######## design 1 ########
===== src/rtl/clk_period_meter_pkg.sv =====
// clk_period_meter_pkg: FSM state encoding and default sizing shared by the
// clk_period_meter files.
package clk_period_meter_pkg;

  typedef enum logic [1:0] {
    IDLE = 2'd0,
    ARM  = 2'd1,
    HIGH = 2'd2,
    LOW  = 2'd3
  } state_e;

  localparam int DEF_CNT_W = 32;
  localparam logic [DEF_CNT_W-1:0] DEF_TIMEOUT = {DEF_CNT_W{1'b1}};

endpackage


===== src/rtl/clk_period_meter_if.sv =====
// clk_period_meter_if: control and result bundle of the period meter.
// The master side drives the signal under test and requests; the slave is the meter.
interface clk_period_meter_if
  import clk_period_meter_pkg::*;
#(
  parameter int CNT_W = DEF_CNT_W
);
  logic             meas_in;
  logic             start;
  logic             cont;
  logic             busy;
  logic             done;
  logic             err;
  logic [CNT_W-1:0] high_cnt;
  logic [CNT_W-1:0] low_cnt;
  logic [CNT_W:0]   period_cnt;

  modport master (
    output meas_in, start, cont,
    input  busy, done, err, high_cnt, low_cnt, period_cnt
  );

  modport slave (
    input  meas_in, start, cont,
    output busy, done, err, high_cnt, low_cnt, period_cnt
  );
endinterface


===== src/rtl/clk_period_meter_sync_edge_det.sv =====
// sync_edge_det: two-flop synchronizer plus one history register, giving the
// synchronized level and single-cycle rise/fall strobes.
module sync_edge_det (
  input  logic clk,
  input  logic clr,
  input  logic sig_i,
  output logic level_o,
  output logic rise_o,
  output logic fall_o
);
  logic sync1_q;
  logic sync2_q;
  logic prev_q;

  // Synchronizer chain and edge-history register
  always_ff @(posedge clk or negedge clr) begin
    if (!clr) begin
      sync1_q <= 1'b0;
      sync2_q <= 1'b0;
      prev_q  <= 1'b0;
    end else begin
      sync1_q <= sig_i;
      sync2_q <= sync1_q;
      prev_q  <= sync2_q;
    end
  end

  assign level_o = sync2_q;
  assign rise_o  = sync2_q & ~prev_q;
  assign fall_o  = ~sync2_q & prev_q;
endmodule


===== src/rtl/clk_period_meter.sv =====
// clk_period_meter: measures high time, low time and period of a slow async signal
// in clk cycles. Optional timeout abort is compiled in with CLK_PERIOD_METER_TIMEOUT_EN.
module clk_period_meter
  import clk_period_meter_pkg::*;
#(
  parameter int               CNT_W   = DEF_CNT_W,
  parameter logic [CNT_W-1:0] TIMEOUT = CNT_W'(DEF_TIMEOUT)
) (
  input logic               clk,
  input logic               clr,
  clk_period_meter_if.slave io
);
  localparam logic [CNT_W-1:0] CNT_MAX  = {CNT_W{1'b1}};
  localparam logic [CNT_W-1:0] CNT_ONE  = {{(CNT_W-1){1'b0}}, 1'b1};
  localparam logic [CNT_W-1:0] CNT_ZERO = {CNT_W{1'b0}};
`ifdef CLK_PERIOD_METER_TIMEOUT_EN
  localparam logic TO_EN = 1'b1;
`else
  localparam logic TO_EN = 1'b0;
`endif

  function automatic logic [CNT_W-1:0] sat_inc(input logic [CNT_W-1:0] v);
    sat_inc = (v == CNT_MAX) ? v : v + CNT_ONE;
  endfunction

  state_e           state_q, state_d;
  logic [CNT_W-1:0] cnt_q, cnt_d, hold_q, hold_d;
  logic [CNT_W-1:0] high_q, high_d, low_q, low_d;
  logic [CNT_W:0]   per_q, per_d;
  logic             busy_q, busy_d, done_q, done_d, err_q, err_d;
  logic             rise_s, fall_s, sync_level_unused, timeout_hit_s;

  sync_edge_det u_sync (
    .clk     (clk),
    .clr     (clr),
    .sig_i   (io.meas_in),
    .level_o (sync_level_unused),
    .rise_o  (rise_s),
    .fall_o  (fall_s)
  );

  // The ARM wait reuses cnt, so one compare covers every waiting/counting state
  assign timeout_hit_s = TO_EN & (cnt_q >= TIMEOUT);

  // State and result registers
  always_ff @(posedge clk or negedge clr) begin
    if (!clr) begin
      state_q <= IDLE;
      cnt_q   <= CNT_ZERO;
      hold_q  <= CNT_ZERO;
      high_q  <= CNT_ZERO;
      low_q   <= CNT_ZERO;
      per_q   <= {(CNT_W+1){1'b0}};
      busy_q  <= 1'b0;
      done_q  <= 1'b0;
      err_q   <= 1'b0;
    end else begin
      state_q <= state_d;
      cnt_q   <= cnt_d;
      hold_q  <= hold_d;
      high_q  <= high_d;
      low_q   <= low_d;
      per_q   <= per_d;
      busy_q  <= busy_d;
      done_q  <= done_d;
      err_q   <= err_d;
    end
  end

  // Next-state and measurement datapath
  always_comb begin
    state_d = state_q;
    cnt_d   = cnt_q;
    hold_d  = hold_q;
    high_d  = high_q;
    low_d   = low_q;
    per_d   = per_q;
    done_d  = 1'b0;
    err_d   = 1'b0;
    case (state_q)
      IDLE: begin
        if (io.start && !busy_q) begin
          state_d = ARM;
          cnt_d   = CNT_ZERO;
        end else begin
          cnt_d = CNT_ZERO;
        end
      end
      ARM: begin
        if (timeout_hit_s) begin
          err_d   = 1'b1;
          state_d = IDLE;
        end else if (rise_s) begin
          cnt_d   = CNT_ONE;
          state_d = HIGH;
        end else begin
          cnt_d = sat_inc(cnt_q);
        end
      end
      HIGH: begin
        if (timeout_hit_s) begin
          err_d   = 1'b1;
          state_d = IDLE;
        end else if (fall_s) begin
          hold_d  = cnt_q;
          cnt_d   = CNT_ONE;
          state_d = LOW;
        end else begin
          cnt_d = sat_inc(cnt_q);
        end
      end
      LOW: begin
        if (timeout_hit_s) begin
          err_d   = 1'b1;
          state_d = IDLE;
        end else if (rise_s) begin
          high_d = hold_q;
          low_d  = cnt_q;
          per_d  = {1'b0, hold_q} + {1'b0, cnt_q};
          done_d = 1'b1;
          cnt_d  = CNT_ONE;
          if (io.cont) begin
            state_d = HIGH;
          end else begin
            state_d = IDLE;
          end
        end else begin
          cnt_d = sat_inc(cnt_q);
        end
      end
      default: begin
        state_d = IDLE;
        cnt_d   = CNT_ZERO;
      end
    endcase
    // busy covers the done cycle so a start arriving with the result is still ignored
    busy_d = (state_d != IDLE) || done_d;
  end

  assign io.busy       = busy_q;
  assign io.done       = done_q;
  assign io.err        = err_q;
  assign io.high_cnt   = high_q;
  assign io.low_cnt    = low_q;
  assign io.period_cnt = per_q;
endmodule


===== src/flat_wrapper.sv =====
// flat-port wrapper written by rule: the top's interface ports become plain ports
module clk_period_meter_flat import clk_period_meter_pkg::*;
#(
  parameter int               CNT_W   = DEF_CNT_W,
  parameter logic [CNT_W-1:0] TIMEOUT = CNT_W'(DEF_TIMEOUT)
)
  (clk, clr, io_meas_in, io_start, io_cont, io_busy, io_done, io_err, io_high_cnt, io_low_cnt, io_period_cnt);
  clk_period_meter_if #(.CNT_W(CNT_W)) io_i ();
  input logic clk;
  input logic clr;
  input wire logic [$bits(io_i.meas_in)-1:0] io_meas_in;
  input wire logic [$bits(io_i.start)-1:0] io_start;
  input wire logic [$bits(io_i.cont)-1:0] io_cont;
  output wire logic [$bits(io_i.busy)-1:0] io_busy;
  output wire logic [$bits(io_i.done)-1:0] io_done;
  output wire logic [$bits(io_i.err)-1:0] io_err;
  output wire logic [$bits(io_i.high_cnt)-1:0] io_high_cnt;
  output wire logic [$bits(io_i.low_cnt)-1:0] io_low_cnt;
  output wire logic [$bits(io_i.period_cnt)-1:0] io_period_cnt;
  assign io_i.meas_in = io_meas_in;
  assign io_i.start = io_start;
  assign io_i.cont = io_cont;
  assign io_busy = io_i.busy;
  assign io_done = io_i.done;
  assign io_err = io_i.err;
  assign io_high_cnt = io_i.high_cnt;
  assign io_low_cnt = io_i.low_cnt;
  assign io_period_cnt = io_i.period_cnt;
  clk_period_meter #(.CNT_W(CNT_W), .TIMEOUT(TIMEOUT)) u_core (.clk(clk), .clr(clr), .io(io_i));
endmodule

===== config.mk =====
export PLATFORM = sky130hd
export DESIGN_NAME = clk_period_meter_flat
export DESIGN_NICKNAME = d
export VERILOG_FILES = /design/src/rtl/clk_period_meter_pkg.sv /design/src/rtl/clk_period_meter_if.sv /design/src/rtl/clk_period_meter_sync_edge_det.sv /design/src/rtl/clk_period_meter.sv /design/src/flat_wrapper.sv
export SDC_FILE = /design/constraint.sdc
export NUM_CORES = 1
export LEC_CHECK = 0
export ABC_CLOCK_PERIOD_IN_PS = 2600
export CAP_MARGIN = 20
export CORE_ASPECT_RATIO = 1.5
export CORE_MARGIN = 2
export CORE_UTILIZATION = 40
export DETAILED_ROUTE_END_ITERATION = 10
export PLACE_DENSITY = 0.75
export SLEW_MARGIN = 20
export SYNTH_ARGS = -nofsm -noshare
export SYNTH_HDL_FRONTEND = slang
export SYNTH_SLANG_ARGS = --single-unit

===== constraint.sdc =====
create_clock -name clk -period 2.6 [get_ports clk]
set_clock_uncertainty 0.15 [all_clocks]
set_input_delay 0.39 -clock clk [delete_from_list [all_inputs] [get_ports clk]]
set_output_delay 0.39 -clock clk [all_outputs]
set_load 0.02 [all_outputs]

######## design 2 ########
**src/rtl/serial_pkg.sv**
```systemverilog
// Shared state encoding, default bit period and counter sizing for serial_uart.
package serial_pkg;

  typedef enum logic [2:0] {IDLE, START, DATA, PARITY, STOP} serial_state_e;

  localparam int DEFAULT_CLK_DIV = 1302;

  function automatic int cnt_width(input int div);
    return (div > 1) ? $clog2(div) : 1;
  endfunction

endpackage

```
**src/rtl/serial_uart_if.sv**
```systemverilog
// Console-side handshake bundle of serial_uart; master is the register block, slave is the UART.
interface serial_uart_if;

  logic [7:0] tx_data;
  logic       tx_send;
  logic       tx_busy;
  logic [7:0] rx_data;
  logic       rx_ready;
  logic       rx_read;
  logic       rx_frame_err;
  logic       rx_parity_err;
  logic       rx_overflow;
  logic       err_clr;

  modport master (
    output tx_data, tx_send, rx_read, err_clr,
    input  tx_busy, rx_data, rx_ready, rx_frame_err, rx_parity_err, rx_overflow
  );

  modport slave (
    input  tx_data, tx_send, rx_read, err_clr,
    output tx_busy, rx_data, rx_ready, rx_frame_err, rx_parity_err, rx_overflow
  );

endinterface

```
**src/rtl/serial_fifo.sv**
```systemverilog
// Synchronous show-ahead FIFO; push on full is refused unless a pop happens in the same cycle.
module serial_fifo #(
  parameter int WIDTH = 8,
  parameter int DEPTH = 4
) (
  input  logic             clk,
  input  logic             reset,
  input  logic             push,
  input  logic [WIDTH-1:0] push_data,
  input  logic             pop,
  output logic             full,
  output logic             empty,
  output logic [WIDTH-1:0] head
);

  localparam int AW = (DEPTH > 1) ? $clog2(DEPTH) : 1;

  logic [WIDTH-1:0] mem [DEPTH];
  logic [AW-1:0]    wr_ptr;
  logic [AW-1:0]    rd_ptr;
  logic [AW:0]      count;
  logic             do_push;
  logic             do_pop;

  assign empty   = (count == '0);
  assign full    = (count == (AW+1)'(DEPTH));
  assign do_pop  = pop && !empty;
  assign do_push = push && (!full || do_pop);
  assign head    = mem[rd_ptr];

  // Pointers wrap naturally because DEPTH is a power of two.
  always_ff @(posedge clk or negedge reset) begin
    if (!reset) begin
      wr_ptr <= '0;
      rd_ptr <= '0;
      count  <= '0;
    end else begin
      if (do_push) wr_ptr <= wr_ptr + AW'(1);
      if (do_pop)  rd_ptr <= rd_ptr + AW'(1);
      case ({do_push, do_pop})
        2'b10:   count <= count + (AW+1)'(1);
        2'b01:   count <= count - (AW+1)'(1);
        default: count <= count;
      endcase
    end
  end

  always_ff @(posedge clk) begin
    if (do_push) mem[wr_ptr] <= push_data;
  end

endmodule

```
**src/rtl/serial_uart.sv**
```systemverilog
// Full-duplex UART with start-glitch rejection, sticky error flags and a show-ahead RX FIFO.
// Defining SERIAL_PARITY_EN adds an even parity bit after the data bits in both directions.
module serial_uart
  import serial_pkg::*;
#(
  parameter int CLK_DIV    = DEFAULT_CLK_DIV,
  parameter int DATA_BITS  = 8,
  parameter int FIFO_DEPTH = 4
) (
  input  logic          clk,
  input  logic          reset,
  input  logic          rx,
  output logic          tx,
  serial_uart_if.slave  bus
);

  localparam int             CNT_W    = cnt_width(CLK_DIV);
  localparam logic [CNT_W-1:0] CNT_LAST = CNT_W'(CLK_DIV - 1);
  localparam logic [CNT_W-1:0] CNT_HALF = CNT_W'(CLK_DIV / 2);
  localparam logic [2:0]     BIT_LAST = 3'(DATA_BITS - 1);

  serial_state_e          tx_state, tx_state_next;
  logic [CNT_W-1:0]       tx_cnt;
  logic [2:0]             tx_idx;
  logic [DATA_BITS-1:0]   tx_shift;
  logic                   tx_line_next;
  logic                   tx_accept;
  logic                   tx_bit_end;
`ifdef SERIAL_PARITY_EN
  logic                   tx_par;
`endif

  assign tx_accept   = (tx_state == IDLE) && bus.tx_send;
  assign tx_bit_end  = (tx_cnt == CNT_LAST);
  assign bus.tx_busy = (tx_state != IDLE);

  // tx_line_next is the level the pin takes in the next cycle, so the pin itself is a flop.
  always_comb begin
    tx_state_next = tx_state;
    tx_line_next  = tx;
    case (tx_state)
      IDLE: begin
        tx_line_next = 1'b1;
        if (bus.tx_send) begin
          tx_state_next = START;
          tx_line_next  = 1'b0;
        end
      end
      START: if (tx_bit_end) begin
        tx_state_next = DATA;
        tx_line_next  = tx_shift[0];
      end
      DATA: if (tx_bit_end) begin
        if (tx_idx == BIT_LAST) begin
`ifdef SERIAL_PARITY_EN
          tx_state_next = PARITY;
          tx_line_next  = tx_par;
`else
          tx_state_next = STOP;
          tx_line_next  = 1'b1;
`endif
        end else begin
          tx_line_next = tx_shift[1];
        end
      end
      PARITY: if (tx_bit_end) begin
        tx_state_next = STOP;
        tx_line_next  = 1'b1;
      end
      STOP: if (tx_bit_end) begin
        tx_state_next = IDLE;
        tx_line_next  = 1'b1;
      end
      default: begin
        tx_state_next = IDLE;
        tx_line_next  = 1'b1;
      end
    endcase
  end

  always_ff @(posedge clk or negedge reset) begin
    if (!reset) begin
      tx_state <= IDLE;
      tx       <= 1'b1;
    end else begin
      tx_state <= tx_state_next;
      tx       <= tx_line_next;
    end
  end

  always_ff @(posedge clk or negedge reset) begin
    if (!reset) begin
      tx_cnt   <= '0;
      tx_idx   <= '0;
      tx_shift <= '0;
`ifdef SERIAL_PARITY_EN
      tx_par   <= 1'b0;
`endif
    end else if (tx_accept) begin
      tx_cnt   <= '0;
      tx_idx   <= '0;
      tx_shift <= bus.tx_data[DATA_BITS-1:0];
`ifdef SERIAL_PARITY_EN
      tx_par   <= ^bus.tx_data[DATA_BITS-1:0];
`endif
    end else if (tx_state != IDLE) begin
      tx_cnt <= tx_bit_end ? '0 : tx_cnt + CNT_W'(1);
      if (tx_state == DATA && tx_bit_end) begin
        tx_shift <= tx_shift >> 1;
        tx_idx   <= tx_idx + 3'd1;
      end
    end
  end

  logic                   rx_meta, rx_sync, rx_prev;
  serial_state_e          rx_state, rx_state_next;
  logic [CNT_W-1:0]       rx_cnt;
  logic [2:0]             rx_idx;
  logic [DATA_BITS-1:0]   rx_shift;
  logic                   rx_bit_end;
  logic                   rx_push;
  logic                   frame_set;
  logic                   overflow_set;
  logic                   fifo_full, fifo_empty;
  logic [DATA_BITS-1:0]   fifo_head;
  logic [7:0]             rx_word;
  logic                   frame_err, overflow_err;

  assign rx_bit_end = (rx_cnt == CNT_LAST);

  // rx_prev gives the 1->0 edge on the synchronised line; all three idle high.
  always_ff @(posedge clk or negedge reset) begin
    if (!reset) begin
      rx_meta <= 1'b1;
      rx_sync <= 1'b1;
      rx_prev <= 1'b1;
    end else begin
      rx_meta <= rx;
      rx_sync <= rx_meta;
      rx_prev <= rx_sync;
    end
  end

`ifdef SERIAL_PARITY_EN
  logic parity_set;
  logic parity_err;
`endif

  always_comb begin
    rx_state_next = rx_state;
    rx_push       = 1'b0;
    frame_set     = 1'b0;
`ifdef SERIAL_PARITY_EN
    parity_set    = 1'b0;
`endif
    case (rx_state)
      IDLE:   if (rx_prev && !rx_sync) rx_state_next = START;
      START:  if (rx_cnt == CNT_HALF) rx_state_next = rx_sync ? IDLE : DATA;
      DATA: if (rx_bit_end && rx_idx == BIT_LAST) begin
`ifdef SERIAL_PARITY_EN
        rx_state_next = PARITY;
`else
        rx_state_next = STOP;
`endif
      end
      PARITY: if (rx_bit_end) begin
        rx_state_next = STOP;
`ifdef SERIAL_PARITY_EN
        parity_set    = rx_sync ^ (^rx_shift);
`endif
      end
      STOP: if (rx_bit_end) begin
        rx_state_next = IDLE;
        rx_push       = rx_sync;
        frame_set     = !rx_sync;
      end
      default: rx_state_next = IDLE;
    endcase
  end

  always_ff @(posedge clk or negedge reset) begin
    if (!reset) rx_state <= IDLE;
    else        rx_state <= rx_state_next;
  end

  // Every state change restarts the bit timer so DATA samples land mid-bit after the half-bit START.
  always_ff @(posedge clk or negedge reset) begin
    if (!reset) begin
      rx_cnt   <= '0;
      rx_idx   <= '0;
      rx_shift <= '0;
    end else begin
      if (rx_state == IDLE || rx_state_next != rx_state) rx_cnt <= '0;
      else rx_cnt <= rx_bit_end ? '0 : rx_cnt + CNT_W'(1);
      if (rx_state == IDLE) rx_idx <= '0;
      if (rx_state == DATA && rx_bit_end) begin
        rx_shift <= {rx_sync, rx_shift[DATA_BITS-1:1]};
        rx_idx   <= rx_idx + 3'd1;
      end
    end
  end

  assign overflow_set = rx_push && fifo_full && !bus.rx_read;

  always_ff @(posedge clk or negedge reset) begin
    if (!reset) begin
      frame_err    <= 1'b0;
      overflow_err <= 1'b0;
    end else begin
      frame_err    <= frame_set    | (frame_err    & !bus.err_clr);
      overflow_err <= overflow_set | (overflow_err & !bus.err_clr);
    end
  end

`ifdef SERIAL_PARITY_EN
  always_ff @(posedge clk or negedge reset) begin
    if (!reset) parity_err <= 1'b0;
    else        parity_err <= parity_set | (parity_err & !bus.err_clr);
  end
  assign bus.rx_parity_err = parity_err;
`else
  assign bus.rx_parity_err = 1'b0;
`endif

  assign bus.rx_frame_err = frame_err;
  assign bus.rx_overflow  = overflow_err;

  serial_fifo #(
    .WIDTH (DATA_BITS),
    .DEPTH (FIFO_DEPTH)
  ) u_fifo (
    .clk       (clk),
    .reset     (reset),
    .push      (rx_push),
    .push_data (rx_shift),
    .pop       (bus.rx_read),
    .full      (fifo_full),
    .empty     (fifo_empty),
    .head      (fifo_head)
  );

  always_comb begin
    rx_word = '0;
    if (!fifo_empty) rx_word[DATA_BITS-1:0] = fifo_head;
  end

  assign bus.rx_data  = rx_word;
  assign bus.rx_ready = !fifo_empty;

endmodule

```
**src/flat_wrapper.sv**
```systemverilog
// flat-port wrapper written by rule: the top's interface ports become plain ports
module serial_uart_flat import serial_pkg::*;
#(
  parameter int CLK_DIV    = DEFAULT_CLK_DIV,
  parameter int DATA_BITS  = 8,
  parameter int FIFO_DEPTH = 4
)
  (clk, reset, rx, tx, bus_tx_data, bus_tx_send, bus_rx_read, bus_err_clr, bus_tx_busy, bus_rx_data, bus_rx_ready, bus_rx_frame_err, bus_rx_parity_err, bus_rx_overflow);
  serial_uart_if bus_i ();
  input  logic clk;
  input  logic reset;
  input  logic rx;
  output logic tx;
  input wire logic [$bits(bus_i.tx_data)-1:0] bus_tx_data;
  input wire logic [$bits(bus_i.tx_send)-1:0] bus_tx_send;
  input wire logic [$bits(bus_i.rx_read)-1:0] bus_rx_read;
  input wire logic [$bits(bus_i.err_clr)-1:0] bus_err_clr;
  output wire logic [$bits(bus_i.tx_busy)-1:0] bus_tx_busy;
  output wire logic [$bits(bus_i.rx_data)-1:0] bus_rx_data;
  output wire logic [$bits(bus_i.rx_ready)-1:0] bus_rx_ready;
  output wire logic [$bits(bus_i.rx_frame_err)-1:0] bus_rx_frame_err;
  output wire logic [$bits(bus_i.rx_parity_err)-1:0] bus_rx_parity_err;
  output wire logic [$bits(bus_i.rx_overflow)-1:0] bus_rx_overflow;
  assign bus_i.tx_data = bus_tx_data;
  assign bus_i.tx_send = bus_tx_send;
  assign bus_i.rx_read = bus_rx_read;
  assign bus_i.err_clr = bus_err_clr;
  assign bus_tx_busy = bus_i.tx_busy;
  assign bus_rx_data = bus_i.rx_data;
  assign bus_rx_ready = bus_i.rx_ready;
  assign bus_rx_frame_err = bus_i.rx_frame_err;
  assign bus_rx_parity_err = bus_i.rx_parity_err;
  assign bus_rx_overflow = bus_i.rx_overflow;
  serial_uart #(.CLK_DIV(CLK_DIV), .DATA_BITS(DATA_BITS), .FIFO_DEPTH(FIFO_DEPTH)) u_core (.clk(clk), .reset(reset), .rx(rx), .tx(tx), .bus(bus_i));
endmodule
```
**config.mk**
```make
export PLATFORM = sky130hd
export DESIGN_NAME = serial_uart_flat
export DESIGN_NICKNAME = d
export VERILOG_FILES = /design/src/rtl/serial_pkg.sv /design/src/rtl/serial_uart_if.sv /design/src/rtl/serial_fifo.sv /design/src/rtl/serial_uart.sv /design/src/flat_wrapper.sv
export SDC_FILE = /design/constraint.sdc
export NUM_CORES = 1
export LEC_CHECK = 0
export ABC_CLOCK_PERIOD_IN_PS = 2500
export CAP_MARGIN = 20
export CORE_ASPECT_RATIO = 0.6
export CORE_MARGIN = 4
export CORE_UTILIZATION = 50
export DETAILED_ROUTE_END_ITERATION = 7
export PLACE_DENSITY = 0.83
export SETUP_SLACK_MARGIN = 0.02
export SYNTH_ARGS = -nofsm -noshare
export SYNTH_HDL_FRONTEND = slang
export SYNTH_SLANG_ARGS = --single-unit
```
**constraint.sdc**
```tcl
create_clock -name clk -period 2.5 [get_ports clk]
set_input_delay 0.375 -clock clk [delete_from_list [all_inputs] [get_ports clk]]
set_output_delay 0.375 -clock clk [all_outputs]
set_load 0.01 [all_outputs]
```
######## design 3 ########
$ cat src/rtl/data_cache.sv
// Direct-mapped, write-through, no-write-allocate data cache between the CPU
// memory stage and DataMemory; read misses refill a 4-word line one word per cycle.
module data_cache #(
   parameter int ADDRESS_WIDTH = 32,
   parameter int DATA_WIDTH    = 32,
   parameter int INDEX_BITS    = 4
) (
   input  logic                     clk,
   input  logic                     rst,
   input  logic [ADDRESS_WIDTH-1:0] cpu_a,
   input  logic [DATA_WIDTH-1:0]    cpu_wd,
   input  logic                     cpu_we,
   input  logic                     cpu_re,
   input  logic                     cpu_adtp,
   output logic [DATA_WIDTH-1:0]    cpu_rd,
   output logic                     stall,
   output logic [ADDRESS_WIDTH-1:0] mem_a,
   output logic [DATA_WIDTH-1:0]    mem_wd,
   output logic                     mem_we,
   output logic                     mem_adtp,
   input  logic [DATA_WIDTH-1:0]    mem_rd
);

   localparam int LINES   = 1 << INDEX_BITS;
   localparam int TAG_W   = ADDRESS_WIDTH - 4 - INDEX_BITS;
   localparam int LADDR_W = INDEX_BITS + 2;

   typedef enum logic {IDLE, FILL} state_t;

   state_t                  state_q, state_d;
   logic [1:0]              cnt_q, cnt_d;
   logic [LINES-1:0]        valid_q;
   logic [TAG_W-1:0]        tag_mem  [LINES];
   logic [DATA_WIDTH-1:0]   word_mem [LINES*4];
   logic [TAG_W-1:0]        fill_tag_q;
   logic [INDEX_BITS-1:0]   fill_idx_q;

   logic [TAG_W-1:0]        a_tag;
   logic [INDEX_BITS-1:0]   a_idx;
   logic [1:0]              a_word;
   logic [1:0]              a_byte;
   logic                    hit;
   logic                    misaligned;
   logic [DATA_WIDTH-1:0]   cur_word;

   logic                    arr_we;
   logic [LADDR_W-1:0]      arr_waddr;
   logic [DATA_WIDTH-1:0]   arr_wdata;
   logic                    fill_start;
   logic                    fill_done;
   logic                    line_inval;

   function automatic logic [7:0] get_byte(input logic [DATA_WIDTH-1:0] w,
                                           input logic [1:0] sel);
      logic [7:0] b;
      case (sel)
         2'd0:    b = w[7:0];
         2'd1:    b = w[15:8];
         2'd2:    b = w[23:16];
         default: b = w[31:24];
      endcase
      return b;
   endfunction

   function automatic logic [DATA_WIDTH-1:0] put_byte(input logic [DATA_WIDTH-1:0] w,
                                                      input logic [1:0] sel,
                                                      input logic [7:0] b);
      logic [DATA_WIDTH-1:0] r;
      r = w;
      case (sel)
         2'd0:    r[7:0]   = b;
         2'd1:    r[15:8]  = b;
         2'd2:    r[23:16] = b;
         default: r[31:24] = b;
      endcase
      return r;
   endfunction

   assign a_tag      = cpu_a[ADDRESS_WIDTH-1 -: TAG_W];
   assign a_idx      = cpu_a[3+INDEX_BITS:4];
   assign a_word     = cpu_a[3:2];
   assign a_byte     = cpu_a[1:0];
   assign hit        = valid_q[a_idx] && (tag_mem[a_idx] == a_tag);
   assign misaligned = !cpu_adtp && (a_byte != 2'b00);
   assign cur_word   = word_mem[{a_idx, a_word}];

   // Next-state and output decode; everything stays quiet while rst is high
   always_comb begin
      state_d    = state_q;
      cnt_d      = cnt_q;
      stall      = 1'b0;
      cpu_rd     = '0;
      mem_a      = cpu_a;
      mem_wd     = cpu_wd;
      mem_we     = 1'b0;
      mem_adtp   = cpu_adtp;
      arr_we     = 1'b0;
      arr_waddr  = {a_idx, a_word};
      arr_wdata  = cpu_wd;
      fill_start = 1'b0;
      fill_done  = 1'b0;
      line_inval = 1'b0;
      if (!rst) begin
         case (state_q)
            IDLE: begin
               mem_we = cpu_we;
               if (cpu_we) begin
                  if (misaligned) begin
                     line_inval = hit;
                  end else if (hit) begin
                     arr_we    = 1'b1;
                     arr_wdata = cpu_adtp ? put_byte(cur_word, a_byte, cpu_wd[7:0]) : cpu_wd;
                  end
               end else if (cpu_re) begin
                  if (misaligned) begin
                     cpu_rd = mem_rd;
                  end else if (hit) begin
                     cpu_rd = cpu_adtp ? {{(DATA_WIDTH-8){1'b0}}, get_byte(cur_word, a_byte)}
                                       : cur_word;
                  end else begin
                     stall      = 1'b1;
                     fill_start = 1'b1;
                     state_d    = FILL;
                     cnt_d      = 2'd0;
                  end
               end
            end
            FILL: begin
               stall     = 1'b1;
               mem_adtp  = 1'b0;
               mem_a     = {fill_tag_q, fill_idx_q, cnt_q, 2'b00};
               arr_we    = 1'b1;
               arr_waddr = {fill_idx_q, cnt_q};
               arr_wdata = mem_rd;
               cnt_d     = cnt_q + 2'd1;
               if (cnt_q == 2'd3) begin
                  fill_done = 1'b1;
                  state_d   = IDLE;
               end
            end
            default: state_d = IDLE;
         endcase
      end
   end

   // Control state: FSM, fill counter and valid bits
   always_ff @(posedge clk or posedge rst) begin
      if (rst) begin
         state_q <= IDLE;
         cnt_q   <= 2'd0;
         valid_q <= '0;
      end else begin
         state_q <= state_d;
         cnt_q   <= cnt_d;
         if (line_inval) valid_q[a_idx] <= 1'b0;
         if (fill_done) valid_q[fill_idx_q] <= 1'b1;
      end
   end

   // Data storage: line words, tags and the captured refill target
   always_ff @(posedge clk) begin
      if (arr_we) word_mem[arr_waddr] <= arr_wdata;
      if (fill_start) begin
         fill_tag_q <= a_tag;
         fill_idx_q <= a_idx;
      end
      if (fill_done) tag_mem[fill_idx_q] <= fill_tag_q;
   end

endmodule

$ cat config.mk
export PLATFORM = sky130hd
export DESIGN_NAME = data_cache
export DESIGN_NICKNAME = d
export VERILOG_FILES = /design/src/rtl/data_cache.sv
export SDC_FILE = /design/constraint.sdc
export NUM_CORES = 2
export LEC_CHECK = 0
export CAP_MARGIN = 25
export CORE_MARGIN = 10
export CORE_UTILIZATION = 56
export CTS_BUF_LIST = sky130_fd_sc_hd__clkbuf_8 sky130_fd_sc_hd__clkbuf_16
export CTS_CLUSTER_SIZE = 20
export DETAILED_ROUTE_END_ITERATION = 6
export PLACE_DENSITY = 0.73
export SYNTH_ARGS = -nofsm -noshare
export SYNTH_HDL_FRONTEND = slang
export SYNTH_SLANG_ARGS = --single-unit
$ cat constraint.sdc
create_clock -name clk -period 8.6 [get_ports clk]
set_input_delay 0.86 -clock clk [delete_from_list [all_inputs] [get_ports clk]]
set_output_delay 0.86 -clock clk [all_outputs]
set_load 0.01 [all_outputs]
Fig. 1: design 2, signal wires on met3
Drawn at 4 px/um.
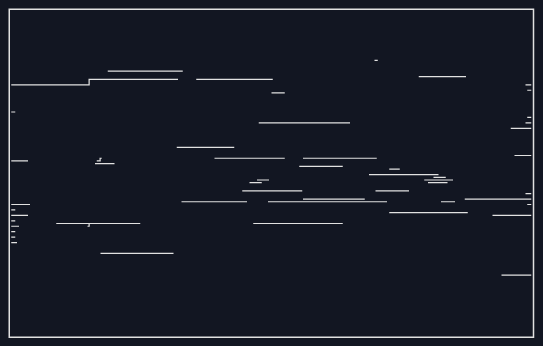
nets with wire on the layer = 42
longest straight run = 29.4 um
vias post-DR: 3,154
routed wire length: 8.89 mm
grt met3 use: 0.0552

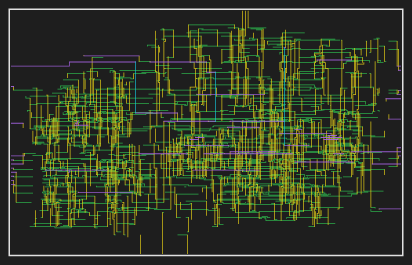
Fig. 2. Metal layers overlaid (design 2).
Drawn at 3 px/um.
green -> M1  # wire length 4,290 um
cyan -> M4  # wire length 66.0 um
purple -> M3  # wire length 456 um
yellow -> M2  # wire length 4,080 um
gr usage total: 0.183
average routed wire per standard cell: 16.1 um

==> README.md, design 2 <==
| Metric | Reported | Unit |
|---|---|---|
| Run status | completed | - |
| WP buf/inv | 2 | - |
| Largest clock skew in the final design | 0.00753 | ns |
| Largest registers | u_core.u_fifo.mem x32, u_core.rx_cnt x11, u_core.tx_cnt x11 | - |
| Net switching power of the design | 0.00106 | W |
| Final design area excluding fillers | 5260 | um^2 |
| Maximum cell stage delay along the critical path | 0.53 | ns |
| Vias in the first global route | 3,103 | - |
| Largest cell class | registers | - |
| Commonest non-fill, non-tap cell in the layout | sky130_fd_sc_hd__dfrtp_1 | - |
| Min Tclk post-route | 2.39 | ns |
| Post-detailed-route via-to-cell ratio | 5.72 | - |
| Number of gates on the worst path with buffers counted | 4 | - |
| Average instance area after synthesis | 11.3 | um^2 |
| Critical path class | flop to output port | - |
| Layout clock buffers | 9 | - |
| Worst-case reg-to-reg path depth | 8 | - |
| Clock group total power | 0.00132 | W |
| Uppermost metal layer occupied by signal nets | met4 | - |
| FF+latch count | 95 | - |
| Bufs w/o clock | 40 | - |
| Instance count after placement with tap cells included | 535 | - |
| Cell-internal power | 0.00268 | W |
| Actual transition at the worst max-transition pin | 0.799 | ns |
| Adder share | 0.0377 | - |
| Core Util at FP | 0.522 | - |
| Buffers inserted by post-CTS timing repair | 0 | - |
| Crit-path slowest cell | sky130_fd_sc_hd__mux4_2 | - |
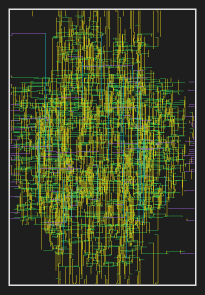
Fig. 3. Metal layers overlaid (design 1).
Drawn at 1.5 px/um.
purple -> M3  # wire length 736 um
yellow -> M2  # wire length 12,200 um
cyan -> M4  # wire length 917 um
green -> M1  # wire length 8,960 um
gr usage total: 0.208
vias post-DR: 7,269
average routed wire per standard cell: 16.9 um

==> README.md, design 1 <==
| Metric | Reported | Unit |
|---|---|---|
| Final setup violation count | 4 | - |
| Adder share | 0.0506 | - |
| Comb. pwr | 0.00133 | W |
| Clock Tree Buf Depth | 2 | - |
| Synth Cell Area | 8550 | um^2 |
| Fraction of synthesis flops using an asynchronous set or reset pin | 1.00 | - |
| Die outline width | 123 | um |
| Crit-path slowest cell | sky130_fd_sc_hd__dfrtp_2 | - |
| Routed wl met3 | 735 | um |
| Vias in the first global route | 7,310 | - |
| Aggregate global routing overflow | 0 | - |
| Cell variety after synth | 60 | - |
| Run status | finished, violations left | - |
| Synth Area in Compound Gates | 0.118 | - |
| Post-route worst setup slack | -0.0993 | ns |
| Setup tns final | -0.204 | ns |
| Comb area leader | simple AND/OR/NAND/NOR gates | - |
| Number of buffers inserted by hold repair at cts | 1 | - |
| Violated checks | negative setup slack | - |
| Vert. Die Dim | 183 | um |
| Dominant power group | registers | - |
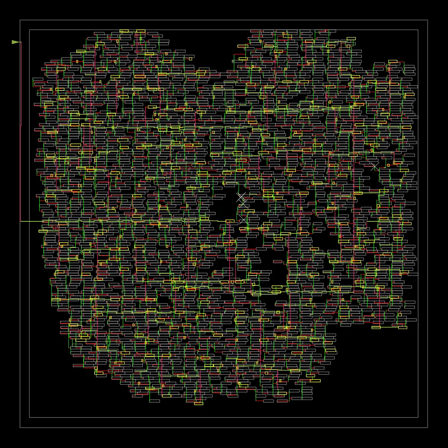
Fig. 4. Clock nets (design 3).
clock group total power: 0.0100 W
number of buffers created by CTS: 229

==> README.md, design 3 <==
| Metric | Reported | Unit |
|---|---|---|
| Non-clk invs | 35 | - |
| Adder share | 0.000128 | - |
| Pre-CTS setup slack | 1.72 | ns |
| Uppermost metal layer occupied by signal nets | met5 | - |
| Vias post-DR | 54,200 | - |
| Post-detailed-route via-to-cell ratio | 7.09 | - |
| Synthesized net count | 4,803 | - |
| Bufs w/o clock | 474 | - |
| Violated checks | design-rule violations | - |
| Non-Clock Buffer Area Fraction | 0.0392 | - |
| Site Rows | 153 | - |
| Run status | finished, violations left | - |
| Comb area leader | multiplexers | - |
| Max-capacitance violation count | 0 | - |
| H-tree levels | 4 | - |
| FF+latch count | 2,479 | - |
| Portion of total power attributed to combinational logic | 0.107 | - |
| Fraction of synthesis flops using an asynchronous set or reset pin | 0.00766 | - |
| Total clock sinks | 2,479 | - |
| Clock network latency to the later pin of the worst-skew pair | 0.91 | ns |
| Commonest non-fill, non-tap cell in the layout | sky130_fd_sc_hd__edfxtp_1 | - |
| Initial antenna violation count | 15 | - |
| Post-place instance area | 104,000 | um^2 |
| Largest Register | word_mem | - |
| Clock Tree Buf Depth | 3 | - |
| Yosys top cell area share | 0.757 | - |
| Final design area excluding fillers | 112,000 | um^2 |
| Maximum cell stage delay along the critical path | 0.89 | ns |
| Commonest cells post-synth | 2,460 x sky130_fd_sc_hd__edfxtp_1, 578 x sky130_fd_sc_hd__mux4_2, 216 x sky130_fd_sc_hd__nand2_1, 171 x sky130_fd_sc_hd__mux2i_1, 160 x sky130_fd_sc_hd__a22oi_1 | - |
| GR met2 Demand/Resource | 0.476 | - |
| Remaining DRCs | 5 | - |
| Clock tree from TritonCTS | yes | - |
| Reported sequential group power | 0.0143 | W |
| Final HPWL from detailed placement | 182 | mm |
| Static leakage power | 35.7 | nW |
| Total power of the final layout | 0.0273 | W |
| Flip-flop count of the largest register after layout | 2,048 | - |
| Clock slew seen by the registers of the worst setup and hold paths | 0.06 | ns |
| Diode insertion count for antenna repair | 14 | - |
| Top fanout value on the critical path | 64 | - |
| Comb. pwr | 0.00293 | W |
| Reg-to-reg endpoint | word_mem[39][19]$_DFFE_PP_ | - |
| Dominant power group | registers | - |
| Arrival time reported for the critical path endpoint | 6.56 | ns |


## Gallery

Clock distribution.
picture 1
Drawn at 2 px/um.
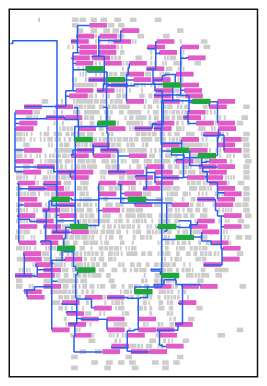
picture 2
Drawn at 1 px/um.
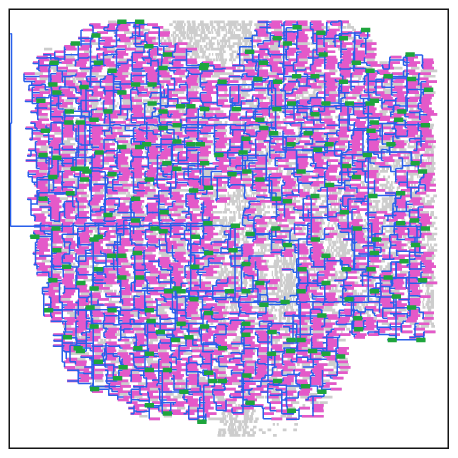
picture 3
Drawn at 4 px/um.
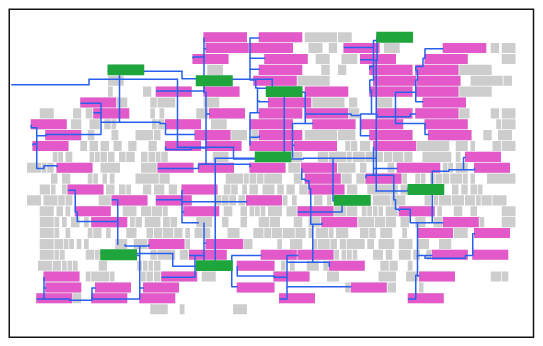
| from | picture |
|---|---|
| design 3 | picture 2 |
| design 2 | picture 3 |
| design 1 | picture 1 |
Of these, largest die: picture 2
Of these, most sequential cells: picture 2

Key to picture 2:
green -> clock-net drivers  # count 229
magenta -> flip-flops  # count 2,479
blue -> clock wires  # length 25.3 mm
routed clock nets = 230
flops lie = all over the die

Power and IR drop assume default switching activity.
